# design 1

design_1/final_placement.png
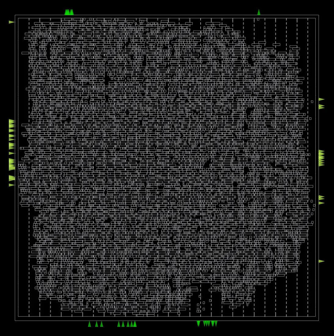

$ cat config.mk
export PLATFORM = sky130hd
export DESIGN_NAME = fxp_pe_array_block
export DESIGN_NICKNAME = d
export VERILOG_FILES = /design/src/rtl/fxp_pe_array_block.sv
export SDC_FILE = /design/constraint.sdc
export NUM_CORES = 2
export LEC_CHECK = 0
export CAP_MARGIN = 10
export CORE_AREA = 4 4 387 389
export DETAILED_ROUTE_END_ITERATION = 10
export DIE_AREA = 0 0 391 393
export DONT_BUFFER_PORTS = 1
export MAX_ROUTING_LAYER = met4
export PLACE_DENSITY = 0.69
export REMOVE_ABC_BUFFERS = 1
export SYNTH_ARGS = -nofsm -noshare
export SYNTH_HDL_FRONTEND = slang
export SYNTH_SLANG_ARGS = --single-unit
$ cat constraint.sdc
create_clock -name clk -period 60.4 [get_ports clk]
set_input_delay 12.08 -clock clk [delete_from_list [all_inputs] [get_ports clk]]
set_output_delay 12.08 -clock clk [all_outputs]
set_load 0.03 [all_outputs]
$ cat src/rtl/fxp_pe_array_block.sv
// N x N sign-magnitude fixed-point matrix multiply on an outer-product PE array.
// Optional macro FXP_PE_ARRAY_ROUND_EN selects round-half-away-from-zero requantisation.
module fxp_pe_array_block #(
  parameter int N    = 4,
  parameter int DW   = 8,
  parameter int FRAC = 3
) (
  input  logic            clk,
  input  logic            rst,
  input  logic            en_in_data,
  output logic            rdy_in_data,
  input  logic            in_mat,
  input  logic            in_mat_done,
  input  logic [N*DW-1:0] in_data,
  output logic            en_out_data,
  input  logic            rdy_out_data,
  output logic            out_mat_done,
  output logic [N*DW-1:0] out_data
);

  localparam int PW    = (N > 1) ? $clog2(N) : 1;
  localparam int MW    = 2 * (DW - 1);
  localparam int ACC_W = MW + $clog2(N) + 1;
  localparam logic [PW-1:0] LAST = PW'(N - 1);

  typedef enum logic [1:0] {IDLE, RUN, HOLD} state_t;

  logic [N*DW-1:0] a_buf_q [N];
  logic [N*DW-1:0] a_buf_d [N];
  logic [N*DW-1:0] b_buf_q [N];
  logic [N*DW-1:0] b_buf_d [N];
  logic [N-1:0]    a_vld_q, a_vld_d, b_vld_q, b_vld_d;
  logic [PW-1:0]   a_ptr_q, a_ptr_d, b_ptr_q, b_ptr_d;
  logic            pad_q, pad_d, pad_mat_q, pad_mat_d;

  state_t          state_q, state_d;
  logic [PW-1:0]   k_q, k_d;
  logic            issue, accept, load, out_xfer, out_free;

  logic            prod_vld_q, prod_vld_d, prod_last_q, prod_last_d;
  logic            acc_done_q, acc_done_d;
  logic            prod_sign_q [N][N];
  logic            prod_sign_d [N][N];
  logic [MW-1:0]   prod_mag_q [N][N];
  logic [MW-1:0]   prod_mag_d [N][N];
  logic signed [ACC_W-1:0] acc_q [N][N];
  logic signed [ACC_W-1:0] acc_d [N][N];

  logic [N*DW-1:0] out_reg_q [N];
  logic [N*DW-1:0] out_reg_d [N];
  logic            out_full_q, out_full_d;
  logic [PW-1:0]   row_q, row_d;

  function automatic logic [DW-1:0] requant(input logic signed [ACC_W-1:0] acc);
    logic [ACC_W-1:0] mag_abs;
    logic [ACC_W-1:0] mag_sh;
    mag_abs = acc[ACC_W-1] ? (~acc + 1'b1) : acc;
`ifdef FXP_PE_ARRAY_ROUND_EN
    mag_abs = mag_abs + ACC_W'(2 ** (FRAC - 1));
`endif
    mag_sh = mag_abs >> FRAC;
    if (mag_sh > ACC_W'(2 ** (DW - 1) - 1)) begin
      mag_sh = ACC_W'(2 ** (DW - 1) - 1);
    end
    return {acc[ACC_W-1] && (mag_sh != '0), mag_sh[DW-2:0]};
  endfunction

  assign rdy_in_data  = !rst && !pad_q && !(in_mat ? b_vld_q[b_ptr_q] : a_vld_q[a_ptr_q]);
  assign accept       = en_in_data && rdy_in_data;
  assign issue        = (state_q == IDLE || state_q == RUN) && a_vld_q[k_q] && b_vld_q[k_q];
  assign out_xfer     = out_full_q && rdy_out_data;
  assign out_free     = !out_full_q || (out_xfer && row_q == LAST);
  assign load         = (state_q == HOLD) && acc_done_q && out_free;
  assign en_out_data  = out_full_q;
  assign out_mat_done = out_full_q && (row_q == LAST);
  assign out_data     = out_full_q ? out_reg_q[row_q] : '0;

  // Operand buffers: accepted beats and zero-pad writes fill entries, step issue frees them.
  always_comb begin
    a_buf_d   = a_buf_q;
    b_buf_d   = b_buf_q;
    a_vld_d   = a_vld_q;
    b_vld_d   = b_vld_q;
    a_ptr_d   = a_ptr_q;
    b_ptr_d   = b_ptr_q;
    pad_d     = pad_q;
    pad_mat_d = pad_mat_q;
    if (issue) begin
      a_vld_d[k_q] = 1'b0;
      b_vld_d[k_q] = 1'b0;
    end
    if (accept) begin
      if (!in_mat) begin
        a_buf_d[a_ptr_q] = in_data;
        a_vld_d[a_ptr_q] = 1'b1;
        a_ptr_d = (a_ptr_q == LAST) ? '0 : a_ptr_q + 1'b1;
      end else begin
        b_buf_d[b_ptr_q] = in_data;
        b_vld_d[b_ptr_q] = 1'b1;
        b_ptr_d = (b_ptr_q == LAST) ? '0 : b_ptr_q + 1'b1;
      end
      if (in_mat_done && ((in_mat ? b_ptr_q : a_ptr_q) != LAST)) begin
        pad_d     = 1'b1;
        pad_mat_d = in_mat;
      end
    end else if (pad_q) begin
      if (!pad_mat_q && !a_vld_q[a_ptr_q]) begin
        a_buf_d[a_ptr_q] = '0;
        a_vld_d[a_ptr_q] = 1'b1;
        a_ptr_d = (a_ptr_q == LAST) ? '0 : a_ptr_q + 1'b1;
        pad_d   = (a_ptr_q != LAST);
      end else if (pad_mat_q && !b_vld_q[b_ptr_q]) begin
        b_buf_d[b_ptr_q] = '0;
        b_vld_d[b_ptr_q] = 1'b1;
        b_ptr_d = (b_ptr_q == LAST) ? '0 : b_ptr_q + 1'b1;
        pad_d   = (b_ptr_q != LAST);
      end
    end
  end

  // Step 0 issues straight out of IDLE so a full matrix needs exactly N issue cycles.
  always_comb begin
    state_d = state_q;
    k_d     = k_q;
    case (state_q)
      IDLE: if (issue) begin
        state_d = RUN;
        k_d     = PW'(1);
      end
      RUN: if (issue) begin
        if (k_q == LAST) begin
          state_d = HOLD;
          k_d     = '0;
        end else begin
          k_d = k_q + 1'b1;
        end
      end
      HOLD: if (load) state_d = IDLE;
      default: begin
        state_d = IDLE;
        k_d     = '0;
      end
    endcase
  end

  always_comb begin
    logic signed [ACC_W-1:0] ext;
    ext         = '0;
    prod_vld_d  = issue;
    prod_last_d = issue && (state_q == RUN) && (k_q == LAST);
    prod_sign_d = prod_sign_q;
    prod_mag_d  = prod_mag_q;
    acc_d       = acc_q;
    acc_done_d  = acc_done_q;
    for (int i = 0; i < N; i++) begin
      for (int j = 0; j < N; j++) begin
        if (issue) begin
          prod_sign_d[i][j] = a_buf_q[k_q][i*DW+DW-1] ^ b_buf_q[k_q][j*DW+DW-1];
          prod_mag_d[i][j]  = {{(DW-1){1'b0}}, a_buf_q[k_q][i*DW +: DW-1]} *
                              {{(DW-1){1'b0}}, b_buf_q[k_q][j*DW +: DW-1]};
        end
        ext = signed'({{(ACC_W-MW){1'b0}}, prod_mag_q[i][j]});
        if (load) begin
          acc_d[i][j] = '0;
        end else if (prod_vld_q) begin
          acc_d[i][j] = prod_sign_q[i][j] ? acc_q[i][j] - ext : acc_q[i][j] + ext;
        end
      end
    end
    if (load) begin
      acc_done_d = 1'b0;
    end else if (prod_vld_q && prod_last_q) begin
      acc_done_d = 1'b1;
    end
  end

  // Output register: a load on the same edge as the last-row transfer keeps rows back to back.
  always_comb begin
    out_reg_d  = out_reg_q;
    out_full_d = out_full_q;
    row_d      = row_q;
    if (out_xfer) begin
      if (row_q == LAST) begin
        row_d      = '0;
        out_full_d = 1'b0;
      end else begin
        row_d = row_q + 1'b1;
      end
    end
    if (load) begin
      out_full_d = 1'b1;
      row_d      = '0;
      for (int i = 0; i < N; i++) begin
        for (int j = 0; j < N; j++) begin
          out_reg_d[i][j*DW +: DW] = requant(acc_q[i][j]);
        end
      end
    end
  end

  always_ff @(posedge clk or posedge rst) begin
    if (rst) begin
      a_vld_q     <= '0;
      b_vld_q     <= '0;
      a_ptr_q     <= '0;
      b_ptr_q     <= '0;
      pad_q       <= 1'b0;
      pad_mat_q   <= 1'b0;
      state_q     <= IDLE;
      k_q         <= '0;
      prod_vld_q  <= 1'b0;
      prod_last_q <= 1'b0;
      acc_done_q  <= 1'b0;
      out_full_q  <= 1'b0;
      row_q       <= '0;
      for (int i = 0; i < N; i++) begin
        a_buf_q[i]   <= '0;
        b_buf_q[i]   <= '0;
        out_reg_q[i] <= '0;
        for (int j = 0; j < N; j++) begin
          prod_sign_q[i][j] <= 1'b0;
          prod_mag_q[i][j]  <= '0;
          acc_q[i][j]       <= '0;
        end
      end
    end else begin
      a_buf_q     <= a_buf_d;
      b_buf_q     <= b_buf_d;
      a_vld_q     <= a_vld_d;
      b_vld_q     <= b_vld_d;
      a_ptr_q     <= a_ptr_d;
      b_ptr_q     <= b_ptr_d;
      pad_q       <= pad_d;
      pad_mat_q   <= pad_mat_d;
      state_q     <= state_d;
      k_q         <= k_d;
      prod_vld_q  <= prod_vld_d;
      prod_last_q <= prod_last_d;
      acc_done_q  <= acc_done_d;
      prod_sign_q <= prod_sign_d;
      prod_mag_q  <= prod_mag_d;
      acc_q       <= acc_d;
      out_reg_q   <= out_reg_d;
      out_full_q  <= out_full_d;
      row_q       <= row_d;
    end
  end

endmodule

# design 2

--- config.mk ---
export PLATFORM = sky130hd
export DESIGN_NAME = ker_clk_src_switch_ctrl
export DESIGN_NICKNAME = d
export VERILOG_FILES = /design/src/rtl/ker_clk_src_switch_ctrl.sv
export SDC_FILE = /design/constraint.sdc
export NUM_CORES = 1
export LEC_CHECK = 0
export ABC_CLOCK_PERIOD_IN_PS = 3600
export CORE_MARGIN = 3
export CORE_UTILIZATION = 60
export CTS_BUF_LIST = sky130_fd_sc_hd__clkbuf_4 sky130_fd_sc_hd__clkbuf_8
export CTS_CLUSTER_DIAMETER = 80
export DETAILED_ROUTE_END_ITERATION = 12
export PLACE_DENSITY = 0.87
export SLEW_MARGIN = 10
export SYNTH_ARGS = -nofsm -noshare
export SYNTH_HDL_FRONTEND = slang
export SYNTH_SLANG_ARGS = --single-unit
--- constraint.sdc ---
create_clock -name i_clk -period 3.6 [get_ports i_clk]
set_input_delay 0.72 -clock i_clk [delete_from_list [all_inputs] [get_ports i_clk]]
set_output_delay 0.72 -clock i_clk [all_outputs]
set_load 0.01 [all_outputs]
--- src/rtl/ker_clk_src_switch_ctrl.sv ---
// Glitch-free kernel-clock source switch: gate the kernel clock, request and await the
// new oscillator, switch the applied select, let it settle, then ungate.
module ker_clk_src_switch_ctrl #(
   parameter int KER_CLK_SRC_NUM = 5,
   parameter int SEL_W           = 3,
   parameter int DEFAULT_SEL     = 0,
   parameter int OFF_CYCLES      = 2,
   parameter int ON_CYCLES       = 2,
   parameter int RDY_TIMEOUT     = 255,
   parameter int TMO_W           = 8
) (
   input  logic                       i_clk,
   input  logic                       rst_n,
   input  logic [SEL_W-1:0]           sel_req,
   input  logic [KER_CLK_SRC_NUM-1:0] src_rdy,
   input  logic                       testmode,
   input  logic                       err_clr,
   output logic [SEL_W-1:0]           ker_clk_sel,
   output logic                       ker_gate_en,
   output logic [KER_CLK_SRC_NUM-1:0] src_on_req,
   output logic                       busy,
   output logic                       sel_err,
   output logic                       tmo_err
);

   localparam logic [2:0] ST_RUN      = 3'd0;
   localparam logic [2:0] ST_GATE_OFF = 3'd1;
   localparam logic [2:0] ST_WAIT_RDY = 3'd2;
   localparam logic [2:0] ST_SWITCH   = 3'd3;
   localparam logic [2:0] ST_SETTLE   = 3'd4;

   localparam logic [SEL_W:0]           SRC_NUM = (SEL_W+1)'(KER_CLK_SRC_NUM);
   localparam logic [SEL_W-1:0]         DEF_SEL = SEL_W'(DEFAULT_SEL);
   localparam logic [TMO_W-1:0]         CNT_OFF = TMO_W'(OFF_CYCLES);
   localparam logic [TMO_W-1:0]         CNT_ON  = TMO_W'(ON_CYCLES);
   localparam logic [TMO_W-1:0]         CNT_TMO = TMO_W'(RDY_TIMEOUT);
   localparam logic [TMO_W-1:0]         CNT_ONE = TMO_W'(1);
   localparam logic [KER_CLK_SRC_NUM-1:0] OH_ONE = {{(KER_CLK_SRC_NUM-1){1'b0}}, 1'b1};

   function automatic logic [KER_CLK_SRC_NUM-1:0] one_hot(input logic [SEL_W-1:0] s);
      return OH_ONE << s;
   endfunction

   logic [2:0]       state_q, state_d;
   logic [TMO_W-1:0] cnt_q, cnt_d;
   logic             gate_q, gate_d;
   logic [SEL_W-1:0] sel_q, sel_d;
   logic [SEL_W-1:0] tgt_q, tgt_d;
   logic             sel_err_q, sel_err_d;
   logic             tmo_err_q, tmo_err_d;
   logic             start;
   logic             sel_invalid;

   assign sel_invalid = ({1'b0, sel_req} >= SRC_NUM);

   always_comb begin
      state_d   = state_q;
      cnt_d     = cnt_q;
      gate_d    = gate_q;
      sel_d     = sel_q;
      tgt_d     = tgt_q;
      sel_err_d = sel_err_q & ~err_clr;
      tmo_err_d = tmo_err_q & ~err_clr;
      start     = 1'b0;
      case (state_q)
         ST_RUN: begin
            if (sel_req != sel_q) begin
               if (sel_invalid) begin
                  sel_err_d = 1'b1;
               end else begin
                  start   = 1'b1;
                  tgt_d   = sel_req;
                  cnt_d   = CNT_OFF;
                  gate_d  = 1'b0;
                  state_d = ST_GATE_OFF;
               end
            end
         end
         ST_GATE_OFF: begin
            if (cnt_q == CNT_ONE) begin
               cnt_d   = CNT_TMO;
               state_d = ST_WAIT_RDY;
            end else begin
               cnt_d = cnt_q - CNT_ONE;
            end
         end
         ST_WAIT_RDY: begin
            // A ready flag arriving on the last allowed cycle still wins over the timeout.
            if (src_rdy[tgt_q]) begin
               state_d = ST_SWITCH;
            end else if (cnt_q == CNT_ONE) begin
               tmo_err_d = 1'b1;
               cnt_d     = CNT_ON;
               state_d   = ST_SETTLE;
            end else begin
               cnt_d = cnt_q - CNT_ONE;
            end
         end
         ST_SWITCH: begin
            sel_d   = tgt_q;
            cnt_d   = CNT_ON;
            state_d = ST_SETTLE;
         end
         ST_SETTLE: begin
            if (cnt_q == CNT_ONE) begin
               gate_d  = 1'b1;
               state_d = ST_RUN;
            end else begin
               cnt_d = cnt_q - CNT_ONE;
            end
         end
         default: begin
            gate_d  = 1'b1;
            state_d = ST_RUN;
         end
      endcase
   end

   always_ff @(posedge i_clk or negedge rst_n) begin
      if (!rst_n) begin
         state_q   <= ST_RUN;
         cnt_q     <= '0;
         gate_q    <= 1'b1;
         sel_q     <= DEF_SEL;
         tgt_q     <= DEF_SEL;
         sel_err_q <= 1'b0;
         tmo_err_q <= 1'b0;
      end else begin
         state_q   <= state_d;
         cnt_q     <= cnt_d;
         gate_q    <= gate_d;
         sel_q     <= sel_d;
         tgt_q     <= tgt_d;
         sel_err_q <= sel_err_d;
         tmo_err_q <= tmo_err_d;
      end
   end

   // Both oscillators stay requested while waiting and switching; on the revert path
   // sel_q never moved, so the request falls back to the old source automatically.
   assign src_on_req  = (state_q == ST_WAIT_RDY || state_q == ST_SWITCH) ?
                        (one_hot(sel_q) | one_hot(tgt_q)) : one_hot(sel_q);
   assign ker_clk_sel = sel_q;
   assign ker_gate_en = gate_q | testmode;
   assign busy        = (state_q != ST_RUN) | start;
   assign sel_err     = sel_err_q;
   assign tmo_err     = tmo_err_q;

endmodule

# design 3

### src/rtl/sys_if_axil_bridge.sv
// AXI4-Lite slave to sys_if master bridge: one access at a time, with
// read-modify-write for partial strobes and DECERR for out-of-window addresses.
module sys_if_axil_bridge #(
  parameter logic [31:0] ADDR_MASK = 32'h0000_00FF
) (
  input  logic        sys_if_clk,
  input  logic        sys_if_rstn,
  input  logic [31:0] s_axil_awaddr,
  input  logic        s_axil_awvalid,
  output logic        s_axil_awready,
  input  logic [31:0] s_axil_wdata,
  input  logic [3:0]  s_axil_wstrb,
  input  logic        s_axil_wvalid,
  output logic        s_axil_wready,
  output logic [1:0]  s_axil_bresp,
  output logic        s_axil_bvalid,
  input  logic        s_axil_bready,
  input  logic [31:0] s_axil_araddr,
  input  logic        s_axil_arvalid,
  output logic        s_axil_arready,
  output logic [31:0] s_axil_rdata,
  output logic [1:0]  s_axil_rresp,
  output logic        s_axil_rvalid,
  input  logic        s_axil_rready,
  output logic        sys_if_wen,
  output logic [31:0] sys_if_addr,
  output logic [31:0] sys_if_wdata,
  input  logic [31:0] sys_if_rdata
);

  localparam int unsigned AW = 32;
  localparam int unsigned DW = 32;
  localparam int unsigned SW = DW / 8;
  localparam logic [1:0]  RESP_OKAY   = 2'b00;
  localparam logic [1:0]  RESP_DECERR = 2'b11;

  typedef enum logic [2:0] {
    IDLE, WR_RMW, WR_EXEC, WR_RESP, RD_CAPT, RD_RESP
  } state_t;

  state_t          state_q, state_d;
  logic            aw_held_q, aw_held_d;
  logic            w_held_q, w_held_d;
  logic [AW-1:0]   awaddr_q, awaddr_d;
  logic [DW-1:0]   wdata_q, wdata_d;
  logic [SW-1:0]   wstrb_q, wstrb_d;
  logic            last_wr_q, last_wr_d;
  logic            wen_q, wen_d;
  logic [AW-1:0]   addr_q, addr_d;
  logic [DW-1:0]   sys_wdata_q, sys_wdata_d;
  logic            bvalid_q, bvalid_d;
  logic [1:0]      bresp_q, bresp_d;
  logic            rvalid_q, rvalid_d;
  logic [1:0]      rresp_q, rresp_d;
  logic [DW-1:0]   rdata_q, rdata_d;

  logic            idle, ar_grant, aw_hs, w_hs, wr_commit;
  logic [AW-1:0]   cur_awaddr;
  logic [DW-1:0]   cur_wdata;
  logic [SW-1:0]   cur_wstrb;

  function automatic logic dec_err(input logic [AW-1:0] a);
    return |(a & ~ADDR_MASK);
  endfunction

  function automatic logic [DW-1:0] merge(input logic [DW-1:0] wd,
                                          input logic [SW-1:0] st,
                                          input logic [DW-1:0] rd);
    logic [DW-1:0] m;
    for (int i = 0; i < int'(SW); i++) begin
      m[8*i +: 8] = st[i] ? wd[8*i +: 8] : rd[8*i +: 8];
    end
    return m;
  endfunction

  // Handshake arbitration: a pending full write and a read alternate via last_wr.
  assign idle           = sys_if_rstn && (state_q == IDLE);
  assign s_axil_arready = idle && !aw_held_q && !w_held_q &&
                          !(s_axil_awvalid && s_axil_wvalid && !last_wr_q);
  assign ar_grant       = s_axil_arready && s_axil_arvalid;
  assign s_axil_awready = idle && !aw_held_q && !ar_grant;
  assign s_axil_wready  = idle && !w_held_q && !ar_grant;

  assign aw_hs      = s_axil_awvalid && s_axil_awready;
  assign w_hs       = s_axil_wvalid && s_axil_wready;
  assign cur_awaddr = aw_held_q ? awaddr_q : s_axil_awaddr;
  assign cur_wdata  = w_held_q ? wdata_q : s_axil_wdata;
  assign cur_wstrb  = w_held_q ? wstrb_q : s_axil_wstrb;
  assign wr_commit  = idle && (aw_held_q || aw_hs) && (w_held_q || w_hs);

  always_comb begin
    state_d     = state_q;
    aw_held_d   = aw_held_q;
    w_held_d    = w_held_q;
    awaddr_d    = awaddr_q;
    wdata_d     = wdata_q;
    wstrb_d     = wstrb_q;
    last_wr_d   = last_wr_q;
    wen_d       = 1'b0;
    addr_d      = addr_q;
    sys_wdata_d = sys_wdata_q;
    bvalid_d    = bvalid_q;
    bresp_d     = bresp_q;
    rvalid_d    = rvalid_q;
    rresp_d     = rresp_q;
    rdata_d     = rdata_q;

    unique case (state_q)
      IDLE: begin
        if (aw_hs) begin
          aw_held_d = 1'b1;
          awaddr_d  = s_axil_awaddr;
        end
        if (w_hs) begin
          w_held_d = 1'b1;
          wdata_d  = s_axil_wdata;
          wstrb_d  = s_axil_wstrb;
        end
        if (wr_commit) begin
          if (dec_err(cur_awaddr)) begin
            bvalid_d = 1'b1;
            bresp_d  = RESP_DECERR;
            state_d  = WR_RESP;
          end else if (cur_wstrb == '0) begin
            bvalid_d = 1'b1;
            bresp_d  = RESP_OKAY;
            state_d  = WR_RESP;
          end else if (cur_wstrb == '1) begin
            addr_d      = {cur_awaddr[AW-1:2], 2'b00};
            sys_wdata_d = cur_wdata;
            wen_d       = 1'b1;
            state_d     = WR_EXEC;
          end else begin
            addr_d  = {cur_awaddr[AW-1:2], 2'b00};
            state_d = WR_RMW;
          end
        end else if (ar_grant) begin
          if (dec_err(s_axil_araddr)) begin
            rvalid_d = 1'b1;
            rresp_d  = RESP_DECERR;
            rdata_d  = '0;
            state_d  = RD_RESP;
          end else begin
            addr_d  = {s_axil_araddr[AW-1:2], 2'b00};
            state_d = RD_CAPT;
          end
        end
      end
      WR_RMW: begin
        sys_wdata_d = merge(wdata_q, wstrb_q, sys_if_rdata);
        wen_d       = 1'b1;
        state_d     = WR_EXEC;
      end
      WR_EXEC: begin
        bvalid_d  = 1'b1;
        bresp_d   = RESP_OKAY;
        last_wr_d = 1'b1;
        state_d   = WR_RESP;
      end
      WR_RESP: begin
        if (s_axil_bready) begin
          bvalid_d  = 1'b0;
          aw_held_d = 1'b0;
          w_held_d  = 1'b0;
          state_d   = IDLE;
        end
      end
      RD_CAPT: begin
        rdata_d   = sys_if_rdata;
        rresp_d   = RESP_OKAY;
        rvalid_d  = 1'b1;
        last_wr_d = 1'b0;
        state_d   = RD_RESP;
      end
      RD_RESP: begin
        if (s_axil_rready) begin
          rvalid_d = 1'b0;
          state_d  = IDLE;
        end
      end
      default: state_d = IDLE;
    endcase
  end

  always_ff @(posedge sys_if_clk) begin
    if (!sys_if_rstn) begin
      state_q     <= IDLE;
      aw_held_q   <= 1'b0;
      w_held_q    <= 1'b0;
      awaddr_q    <= '0;
      wdata_q     <= '0;
      wstrb_q     <= '0;
      last_wr_q   <= 1'b0;
      wen_q       <= 1'b0;
      addr_q      <= '0;
      sys_wdata_q <= '0;
      bvalid_q    <= 1'b0;
      bresp_q     <= '0;
      rvalid_q    <= 1'b0;
      rresp_q     <= '0;
      rdata_q     <= '0;
    end else begin
      state_q     <= state_d;
      aw_held_q   <= aw_held_d;
      w_held_q    <= w_held_d;
      awaddr_q    <= awaddr_d;
      wdata_q     <= wdata_d;
      wstrb_q     <= wstrb_d;
      last_wr_q   <= last_wr_d;
      wen_q       <= wen_d;
      addr_q      <= addr_d;
      sys_wdata_q <= sys_wdata_d;
      bvalid_q    <= bvalid_d;
      bresp_q     <= bresp_d;
      rvalid_q    <= rvalid_d;
      rresp_q     <= rresp_d;
      rdata_q     <= rdata_d;
    end
  end

  assign sys_if_wen    = wen_q;
  assign sys_if_addr   = addr_q;
  assign sys_if_wdata  = sys_wdata_q;
  assign s_axil_bvalid = bvalid_q;
  assign s_axil_bresp  = bresp_q;
  assign s_axil_rvalid = rvalid_q;
  assign s_axil_rresp  = rresp_q;
  assign s_axil_rdata  = rdata_q;

endmodule

### config.mk
export PLATFORM = sky130hd
export DESIGN_NAME = sys_if_axil_bridge
export DESIGN_NICKNAME = d
export VERILOG_FILES = /design/src/rtl/sys_if_axil_bridge.sv
export SDC_FILE = /design/constraint.sdc
export NUM_CORES = 1
export LEC_CHECK = 0
export ABC_AREA = 1
export CAP_MARGIN = 5
export CORE_ASPECT_RATIO = 0.7
export CORE_UTILIZATION = 35
export CTS_CLUSTER_SIZE = 25
export DETAILED_ROUTE_END_ITERATION = 16
export PLACE_DENSITY = 0.73
export SLEW_MARGIN = 25
export SYNTH_ARGS = -nofsm -noshare
export SYNTH_HDL_FRONTEND = slang
export SYNTH_SLANG_ARGS = --single-unit
### constraint.sdc
create_clock -name sys_if_clk -period 2.1 [get_ports sys_if_clk]
set_clock_uncertainty 0.2 [all_clocks]
set_input_delay 0.315 -clock sys_if_clk [delete_from_list [all_inputs] [get_ports sys_if_clk]]
set_output_delay 0.315 -clock sys_if_clk [all_outputs]
set_load 0.02 [all_outputs]
# design 4

$ cat src/rtl/mesh_nic_pkg.sv
// Shared constants for the mesh network interface: register map and packet layout.
package nic_pkg;

   localparam logic [1:0] NIC_IN_DATA  = 2'd0;
   localparam logic [1:0] NIC_IN_STAT  = 2'd1;
   localparam logic [1:0] NIC_OUT_DATA = 2'd2;
   localparam logic [1:0] NIC_OUT_STAT = 2'd3;

   localparam int NIC_DATA_WIDTH = 64;
   // The VC bit rides in the packet MSB.
   localparam int NIC_VC_BIT     = NIC_DATA_WIDTH - 1;

endpackage

$ cat src/rtl/mesh_nic_if.sv
// Processor register port plus router PE-port handshake of one mesh node.
interface mesh_nic_if #(
   parameter int DATA_WIDTH = 64
);
   logic [1:0]            addr;
   logic [DATA_WIDTH-1:0] d_in;
   logic [DATA_WIDTH-1:0] d_out;
   logic                  nicEn;
   logic                  nicWrEn;
   logic                  net_so;
   logic                  net_ro;
   logic [DATA_WIDTH-1:0] net_do;
   logic                  net_si;
   logic                  net_ri;
   logic [DATA_WIDTH-1:0] net_di;
   logic                  net_polarity;

   // master: processor + router side; slave: the NIC itself
   modport master (
      output addr, d_in, nicEn, nicWrEn, net_ro, net_si, net_di, net_polarity,
      input  d_out, net_so, net_do, net_ri
   );
   modport slave (
      input  addr, d_in, nicEn, nicWrEn, net_ro, net_si, net_di, net_polarity,
      output d_out, net_so, net_do, net_ri
   );
endinterface

$ cat src/rtl/mesh_nic_buffer.sv
// Single-entry packet slot with full flag; load takes priority over clear.
module nic_buffer #(
   parameter int W = 64
) (
   input  logic         clk,
   input  logic         reset,
   input  logic         load,
   input  logic         clear,
   input  logic [W-1:0] ld_data,
   output logic         full,
   output logic [W-1:0] data
);

   always_ff @(posedge clk or negedge reset) begin
      if (!reset) begin
         full <= 1'b0;
         data <= '0;
      end else if (load) begin
         full <= 1'b1;
         data <= ld_data;
      end else if (clear) begin
         full <= 1'b0;
      end
   end

endmodule

$ cat src/rtl/mesh_nic.sv
// Mesh NIC: register-mapped single-entry in/out channels to the router PE port,
// injection gated by the mesh-wide polarity against the packet VC bit.
module mesh_nic
   import nic_pkg::*;
#(
   parameter int DATA_WIDTH = NIC_DATA_WIDTH,
   parameter int VC_BIT     = DATA_WIDTH - 1
) (
   input logic       clk,
   input logic       reset,
   mesh_nic_if.slave bus
);

   logic                  rd_en, wr_en;
   logic                  obuf_full, ibuf_full;
   logic [DATA_WIDTH-1:0] obuf, ibuf;
   logic                  obuf_load, ibuf_load, ibuf_clear;
   logic                  send;
   logic [DATA_WIDTH-1:0] d_out_q;

   assign rd_en = bus.nicEn & ~bus.nicWrEn;
   assign wr_en = bus.nicEn &  bus.nicWrEn;

   // A packet may only leave on the polarity phase matching its VC.
   assign send = obuf_full & bus.net_ro & (bus.net_polarity == obuf[VC_BIT]);

   // Load only when empty, so a write colliding with a transfer is dropped.
   assign obuf_load  = wr_en & (bus.addr == NIC_OUT_DATA) & ~obuf_full;
   assign ibuf_load  = bus.net_si & ~ibuf_full;
   assign ibuf_clear = rd_en & (bus.addr == NIC_IN_DATA) & ibuf_full;

   nic_buffer #(.W(DATA_WIDTH)) u_obuf (
      .clk     (clk),
      .reset   (reset),
      .load    (obuf_load),
      .clear   (send),
      .ld_data (bus.d_in),
      .full    (obuf_full),
      .data    (obuf)
   );

   nic_buffer #(.W(DATA_WIDTH)) u_ibuf (
      .clk     (clk),
      .reset   (reset),
      .load    (ibuf_load),
      .clear   (ibuf_clear),
      .ld_data (bus.net_di),
      .full    (ibuf_full),
      .data    (ibuf)
   );

   always_ff @(posedge clk or negedge reset) begin
      if (!reset) begin
         d_out_q <= '0;
      end else if (rd_en) begin
         case (bus.addr)
            NIC_IN_DATA:  d_out_q <= ibuf;
            NIC_IN_STAT:  d_out_q <= {{(DATA_WIDTH-1){1'b0}}, ibuf_full};
            NIC_OUT_DATA: d_out_q <= obuf;
            NIC_OUT_STAT: d_out_q <= {{(DATA_WIDTH-1){1'b0}}, obuf_full};
            default:      d_out_q <= d_out_q;
         endcase
      end
   end

   assign bus.net_so = send;
   assign bus.net_do = obuf;
   assign bus.net_ri = ~ibuf_full;
   assign bus.d_out  = d_out_q;

endmodule

$ cat src/flat_wrapper.sv
// flat-port wrapper written by rule: the top's interface ports become plain ports
module mesh_nic_flat import nic_pkg::*;
#(
   parameter int DATA_WIDTH = NIC_DATA_WIDTH,
   parameter int VC_BIT     = DATA_WIDTH - 1
)
  (clk, reset, bus_addr, bus_d_in, bus_nicEn, bus_nicWrEn, bus_net_ro, bus_net_si, bus_net_di, bus_net_polarity, bus_d_out, bus_net_so, bus_net_do, bus_net_ri);
  mesh_nic_if #(.DATA_WIDTH(DATA_WIDTH)) bus_i ();
  input logic clk;
  input logic reset;
  input wire logic [$bits(bus_i.addr)-1:0] bus_addr;
  input wire logic [$bits(bus_i.d_in)-1:0] bus_d_in;
  input wire logic [$bits(bus_i.nicEn)-1:0] bus_nicEn;
  input wire logic [$bits(bus_i.nicWrEn)-1:0] bus_nicWrEn;
  input wire logic [$bits(bus_i.net_ro)-1:0] bus_net_ro;
  input wire logic [$bits(bus_i.net_si)-1:0] bus_net_si;
  input wire logic [$bits(bus_i.net_di)-1:0] bus_net_di;
  input wire logic [$bits(bus_i.net_polarity)-1:0] bus_net_polarity;
  output wire logic [$bits(bus_i.d_out)-1:0] bus_d_out;
  output wire logic [$bits(bus_i.net_so)-1:0] bus_net_so;
  output wire logic [$bits(bus_i.net_do)-1:0] bus_net_do;
  output wire logic [$bits(bus_i.net_ri)-1:0] bus_net_ri;
  assign bus_i.addr = bus_addr;
  assign bus_i.d_in = bus_d_in;
  assign bus_i.nicEn = bus_nicEn;
  assign bus_i.nicWrEn = bus_nicWrEn;
  assign bus_i.net_ro = bus_net_ro;
  assign bus_i.net_si = bus_net_si;
  assign bus_i.net_di = bus_net_di;
  assign bus_i.net_polarity = bus_net_polarity;
  assign bus_d_out = bus_i.d_out;
  assign bus_net_so = bus_i.net_so;
  assign bus_net_do = bus_i.net_do;
  assign bus_net_ri = bus_i.net_ri;
  mesh_nic #(.DATA_WIDTH(DATA_WIDTH), .VC_BIT(VC_BIT)) u_core (.clk(clk), .reset(reset), .bus(bus_i));
endmodule
$ cat config.mk
export PLATFORM = sky130hd
export DESIGN_NAME = mesh_nic_flat
export DESIGN_NICKNAME = d
export VERILOG_FILES = /design/src/rtl/mesh_nic_pkg.sv /design/src/rtl/mesh_nic_if.sv /design/src/rtl/mesh_nic_buffer.sv /design/src/rtl/mesh_nic.sv /design/src/flat_wrapper.sv
export SDC_FILE = /design/constraint.sdc
export NUM_CORES = 1
export LEC_CHECK = 0
export ABC_AREA = 1
export CORE_MARGIN = 1
export CORE_UTILIZATION = 49
export CTS_CLUSTER_DIAMETER = 80
export DETAILED_ROUTE_END_ITERATION = 12
export PLACE_DENSITY = 0.93
export SETUP_SLACK_MARGIN = 0.2
export SYNTH_ARGS = -nofsm -noshare
export SYNTH_HDL_FRONTEND = slang
export SYNTH_SLANG_ARGS = --single-unit
$ cat constraint.sdc
create_clock -name clk -period 3.2 [get_ports clk]
set_input_delay 0.8 -clock clk [delete_from_list [all_inputs] [get_ports clk]]
set_output_delay 0.8 -clock clk [all_outputs]
set_load 0.02 [all_outputs]

## Gallery

The metal 2 layer.
shot_01.png
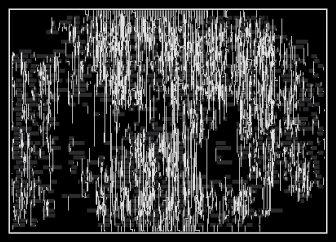
shot_02.png
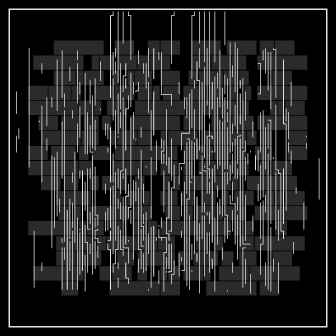
shot_03.png
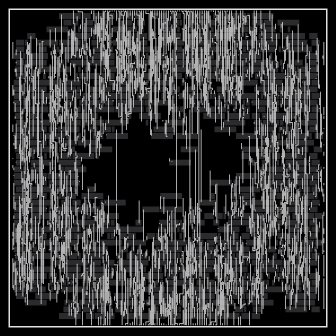
shot_04.png
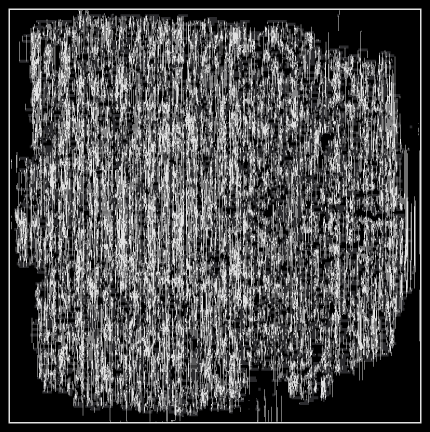
design 4 -> shot_03.png
design 1 -> shot_04.png
design 2 -> shot_02.png
design 3 -> shot_01.png

design_2/registers.png
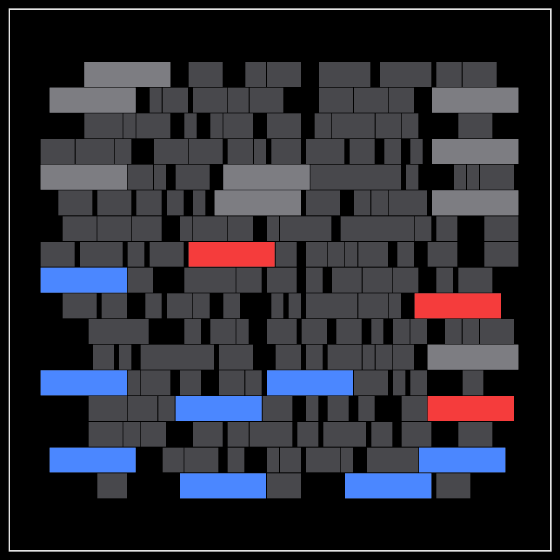
[blue] cnt_q | placed flops: 8
[red] state_q | placed flops: 3

design_2/met3.png
The bar under the picture is 20 um long.
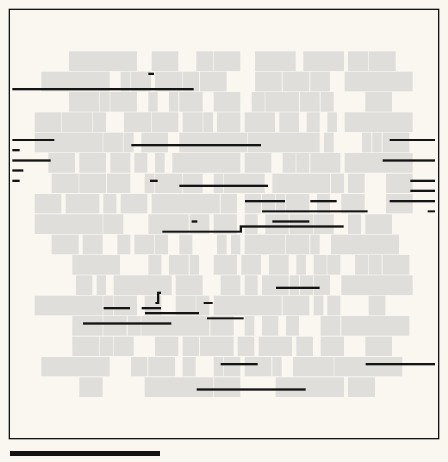
longest straight run: 23.9 um
nets with wire on the layer: 29
wire length on this layer: 207 um

==> run notes, design 2 <==
Implementation numbers.

- The end-of-flow core utilization is 0.780.
- The number of hold buffers added after CTS is 0.
- The wire-length estimate of the detail-placed layout is 2930 um.
- The slew at the pin closest to its max-slew limit is 0.933 ns.
- The total area of sequential cells is 502 um^2.
- The xor and xnor fraction of the mapped netlist area reads 0.0112.
- Yosys mapped a number of flops with a built-in enable equal to 0.
- Counting pins that exceed their max-slew limit in the final report gives 0.
- The DRC marker count from the first detailed-route iteration is 90.
- The global-route met1 utilization is 0.318.
- The number of synthesized register bits reads 20.
- The cell row count reads 17.
- The layer with the highest usage is met2.
- The area figure in the yosys stat output is 0.00157 mm^2.
- In the final layout, the share of cells above drive strength 1 is 0.191.
- The start point of the critical path is sel_req[1].
- After layout, the minimum clock period comes to 3.46 ns.
- The number of buffers on the longest clock path is 2.
- Counting the buffers created by CTS gives 3.
- The count of distinct cell types in the synthesized netlist reads 67.
- The flow ran to the end, and the final reports show no timing, DRC or antenna violations.
- The number of H-tree levels reads 1.
- Setup repair after global routing left no endpoint under its margin.
- The sequential element share of the synthesized area reads 0.320.
- The global placer's final weighted congestion is 0.899.
- Warnings reported by Yosys during synthesis add up to 0.
- The largest non-sequential cell family by area reads AND-OR/OR-AND gates.
-- design 2: per-stage QoR --
stage	std cells	setup slack (ns)	cell area (um^2)
after floorplan	161	1.25	1570
after global placement	207	0.207	1790
after detailed placement	207	0.158	1790
after CTS	211	0.158	1820
after global routing	211	0.0949	1820
final	211	0.136	1820
-- design 2: registers in the layout, indices dropped and copies added, names as in the netlist --
signal / count
cnt_q: 8
gate_q: 1
tmo_err: 1
sel_err: 1
tgt_q: 3
state_q: 3
ker_clk_sel: 3
-- design 2: worst max-delay path: cells and delay by family --
kind / cells / cell delay, ns
simple gates: 2 / 0.34
compound gates: 1 / 0.41
xor+xnor: 1 / 0.14
buf+inv: 2 / 1.13
-- design 2: final cells by class --
| class | instances | share of cell area |
|---|---|---|
| Clock buffer | 4 | 0.0165 |
| Inverter | 9 | 0.0185 |
| Multi-Input combinational cell | 126 | 0.540 |
| Sequential cell | 20 | 0.275 |
| Tap cell | 28 | 0.0192 |
| Timing Repair Buffer | 24 | 0.130 |
design_4/met3.png
The bar under the picture is 50 um long.
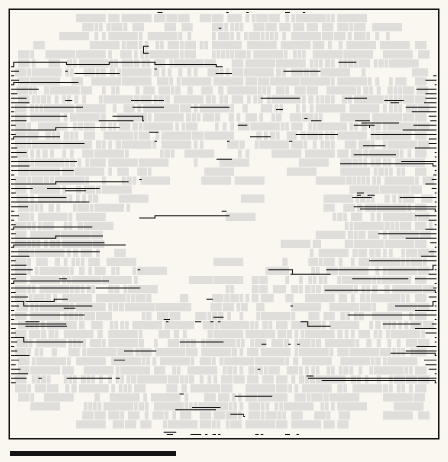
main direction: horizontal
share of all routed wire: 7.6%

design_4/zoom.png
Region (17, 17) to (47, 47) um. Cells in gray, sequential cells in the stronger gray; small squares are vias.
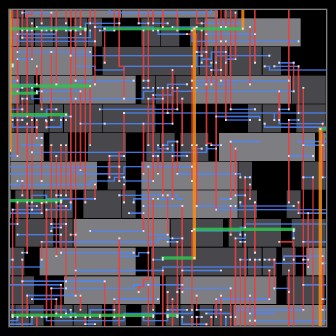
[blue] met1
[orange] met4
[red] met2
[green] met3
netlist names of flops here include: u_core.u_ibuf.data (8), u_core.bus.d_out (5)
most frequent: nand2_1 (39), nand3_1 (13), dfrtp_1 (13)
sequential cells in the window: 13
cells with their middle in the window: 79

==> run notes, design 4 <==
Implementation numbers.

- After synthesis, the largest family of logic cells by area is simple AND/OR/NAND/NOR gates.
- Across all register-to-register paths, the minimum setup slack is 1.01 ns.
- In this design, the stage delay of the slowest critical-path cell is 0.48 ns.
- CTS added clock buffers totalling 17.
- The final-report max-slew violation count reads 0.
- The number of buffers on the longest clock path reads 2.
- The layout clock buffer count reads 22.
- The share of final layout cell area taken by clock buffers and inverters is 0.0531.
- The kind of path behind the tightest hold check is input pin to asynchronous set/reset pin.
- The total placed instance area is 0.0106 mm^2.
- The HPWL after detailed placement reads 14800 um.
- The run finished with clean final reports.
- The layout has 11 inverters outside the clock class.
- Of the total synthesized cell area, the portion taken by AND-OR and OR-AND cells is 0.00127.
- In this run the vertical extent of the chip is 129 um.
- The area figure in the yosys stat output is 0.00790 mm^2.
- Entering global routing, the biggest net connects 82 pins.
- The final global-route overflow total reads 0.
- The filler cell count in the final layout reads 1132.
- In this run the tightest slew margin relative to its limit is 0.484.
- The well-tap cell count is 216.
- STA puts the critical path data arrival time at 1.75 ns.
- For reference, the top cells by count after synthesis are 523 x nand2_1, 194 x dfrtp_1, 128 x nand3_1.
- The timing report shows the most common cell along the critical path to be nor2_1.
- The via count of the first global-routing pass is 7228.
- Per the detail_route report, vias per standard cell equal 5.13.
- The area share of and/or/nand/nor cells after synthesis is 0.338.
design 4: sequential cells by signal, indices dropped and copies added (netlist names):
| signal | count |
|---|---|
| u_core.u_ibuf.full | 1 |
| u_core.u_obuf.data | 64 |
| u_core.u_ibuf.data | 64 |
| u_core.bus.d_out | 64 |
| u_core.u_obuf.full | 1 |
design 4: cell families after synthesis:
group | count (synthesis)
compound gates | 2
buf+inv | 64
flops | 194
simple gates | 661
design 4: metrics by stage:
step           instances  worst slack, ns
6_report            1395            0.653
5_1_grt             1395            0.567
4_1_cts             1395            0.272
3_5_place_dp        1363            0.276
3_3_place_gp        1363            0.283
2_1_floorplan        921             1.25
design 4: layer usage:
layer | part of all wire | vias to the layer above | track usage
li1 | - | 3361 | -
met1 | 0.39 | 3451 | 0.332
met2 | 0.50 | 284 | 0.486
met3 | 0.075 | 55 | 0.0802
met4 | 0.033 | 0 | 0.134
met5 | 0 | - | 0
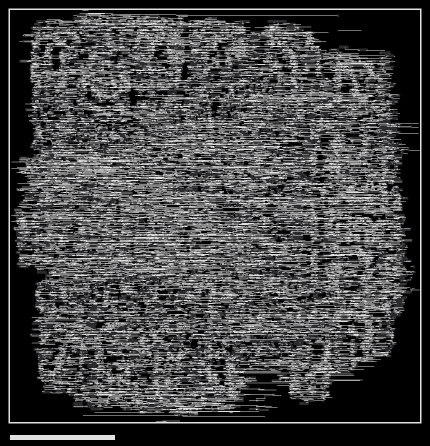
design_1/met1.png
The bar under the picture is 100 um long.
main direction: horizontal
longest straight run: 153 um
share of all routed wire: 44%

design_1/met3.png
The bar under the picture is 100 um long.
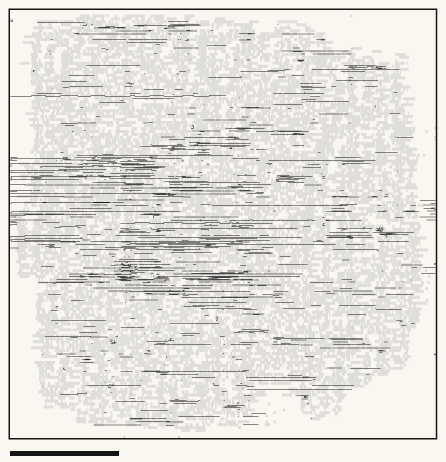
longest straight run: 155 um
nets with wire on the layer: 482
wire length on this layer: 14300 um
main direction: horizontal

Notes on design_1/final_placement.png above:
Post-Layout Cell Count: 11000
# Taps: 1930
fillers: 12800
layout sequential cell count: 920
final core utilization: 0.585

==> run notes, design 1 <==
Implementation numbers.

- The routed wire length on met3 reads 14300 um.
- The number of hold buffers added after CTS reads 0.
- The flow ran to the end, and the final reports show no timing, DRC or antenna violations.
- A synthesized cell averages 8.73 um^2.
- The transition time recorded at the tightest slew-check pin is 1.13 ns.
- Counting along the longest clock path gives a buffer depth of 3.
- The final-report max-slew violation count is 0.
- The cell at the root of the clock tree is clkbuf_16.
- Once placement completed, the tool counted placed cells totaling 10800.
- The HPWL after detailed placement is 148000 um.
- Summing over the stages, the warning tally comes to 52.
- TritonCTS reports the number of clock sinks as 920.
- The post-CTS setup buffer count is 0.
- Per the synthesis report, the dominant area consumer among library cells is dfrtp_1.
[design 1: worst paths after layout]
path,startpoint,to,slack [ns],depth (start not counted)
max,in_mat,rdy_in_data,35.35,2
min,out_reg_q[28],out_reg_q[28],0.47,2
max reg2reg,k_q[1],prod_mag_q[82],53.23,20
min reg2reg,out_reg_q[28],out_reg_q[28],0.47,2
max in group asynchronous,rst,out_reg_q[55],45.03,5
min in group asynchronous,rst,pad_mat_q,11.40,1
[design 1: cell usage in the layout, fill, tap and decap left out, types with 39 or more instances in the layout]
cell,n
nor2_1,1231
nand2_1,1071
dfrtp_1,914
ha_1,797
o21ai_0,700
inv_1,503
xnor2_1,501
a21oi_1,490
fa_1,400
xor2_1,217
mux2i_1,214
nor3_1,192
a21o_1,181
nand2b_1,129
nand3_1,115
clkbuf_16,107
buf_4,93
a211oi_1,86
a31oi_1,82
or3_1,75
mux2_2,63
o21bai_1,62
a31o_2,59
and2_1,49
o21a_1,49
nor4_1,47
mux4_2,42
and3_1,41
or2_2,39
design_3/met1.png
The bar under the picture is 50 um long.
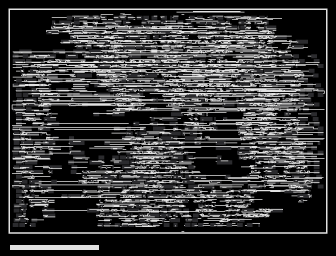
longest straight run: 59.8 um
share of all routed wire: 45%

==> run notes, design 3 <==
Implementation numbers.

- The flow ran to the end, but the final reports show violations.
- The checks that failed: negative setup slack.
- The placed cell count reads 1584.
- The met2 track demand over resource in global routing reads 0.351.
- The area of the multi-input gates reads 0.00409 mm^2.
- Across the whole layout, storage elements account for 0.00343 mm^2.
- The biggest area contributor in the post-synthesis netlist is dfxtp_1.
- In the post-synthesis netlist, the biggest area contributors are dfxtp_1 45%, nand2_1 13%, a21oi_1 9.8%.
- The final-report max-slew violation count reads 0.
- Among all flip-flop cells after synthesis, the most frequent one is dfxtp_1.
- Per the hold report, the tightest min-delay path originates at sys_if_rstn.
- The setup slack after layout is -0.170 ns.
- The global-route met1 utilization is 0.339.
- Timing would allow up to 0.440 GHz.
- The number of cells in the yosys synthesis report is 1095.
- Measured on the final layout, the clock distribution area share stands at 0.0518.
- The vias per cell reads 5.09.
- The filler cell count in the final layout is 1844.
- The number of hold violations in the final report is 0.
- Once iteration 0 of detailed routing completed, the report listed 634 DRC markers.
- After synthesis the netlist holds a flip-flop and latch count of 171.
- The clock-pin transition on the worst setup and hold timing paths reads 0.08 ns.
- For flop-to-flop paths, the worst setup slack is -0.17 ns.
- The sum of negative setup slack is -5.78 ns.
- The final setup violation count reads 111.
==> design 3: cells by family (layout without fill, tap and decap cells) <==
| family | after synthesis | after routing |
|---|---|---|
| flip-flops | 171 | 171 |
| buffers and inverters | 158 | 440 |
| AND/OR/NAND/NOR | 422 | 422 |
| multiplexers | 14 | 14 |
| other | 1 | 3 |
| AND-OR/OR-AND | 329 | 329 |
==> design 3: flip-flops by register name (all words and copies together) (netlist names), 3 cells and up <==
register,flops
awaddr_q,30
s_axil_rdata,32
state_q,3
sys_if_addr,30
sys_if_wdata,32
wdata_q,32
wstrb_q,4
==> design 3: worst max-delay path, stage by stage (launching register included) <==
cell and delay (ns):
dfxtp_4 0.39, inv_6 0.05, clkbuf_16 0.16, nand2_2 0.05, nand2_1 0.04, nor2_1 0.11
nand2_1 0.08, nor2_2 0.14, nand3_2 0.14, nor2_4 0.12, nand3_4 0.11, nand2_8 0.17
buf_12 0.19, o21ai_1 0.08, nor2_1 0.16
==> design 3: routing by layer <==
layer,vias up,wire length [um]
met3,48,2960
met5,-,0
met2,385,12200
met1,3878,13000
met4,0,622
li1,4114,-

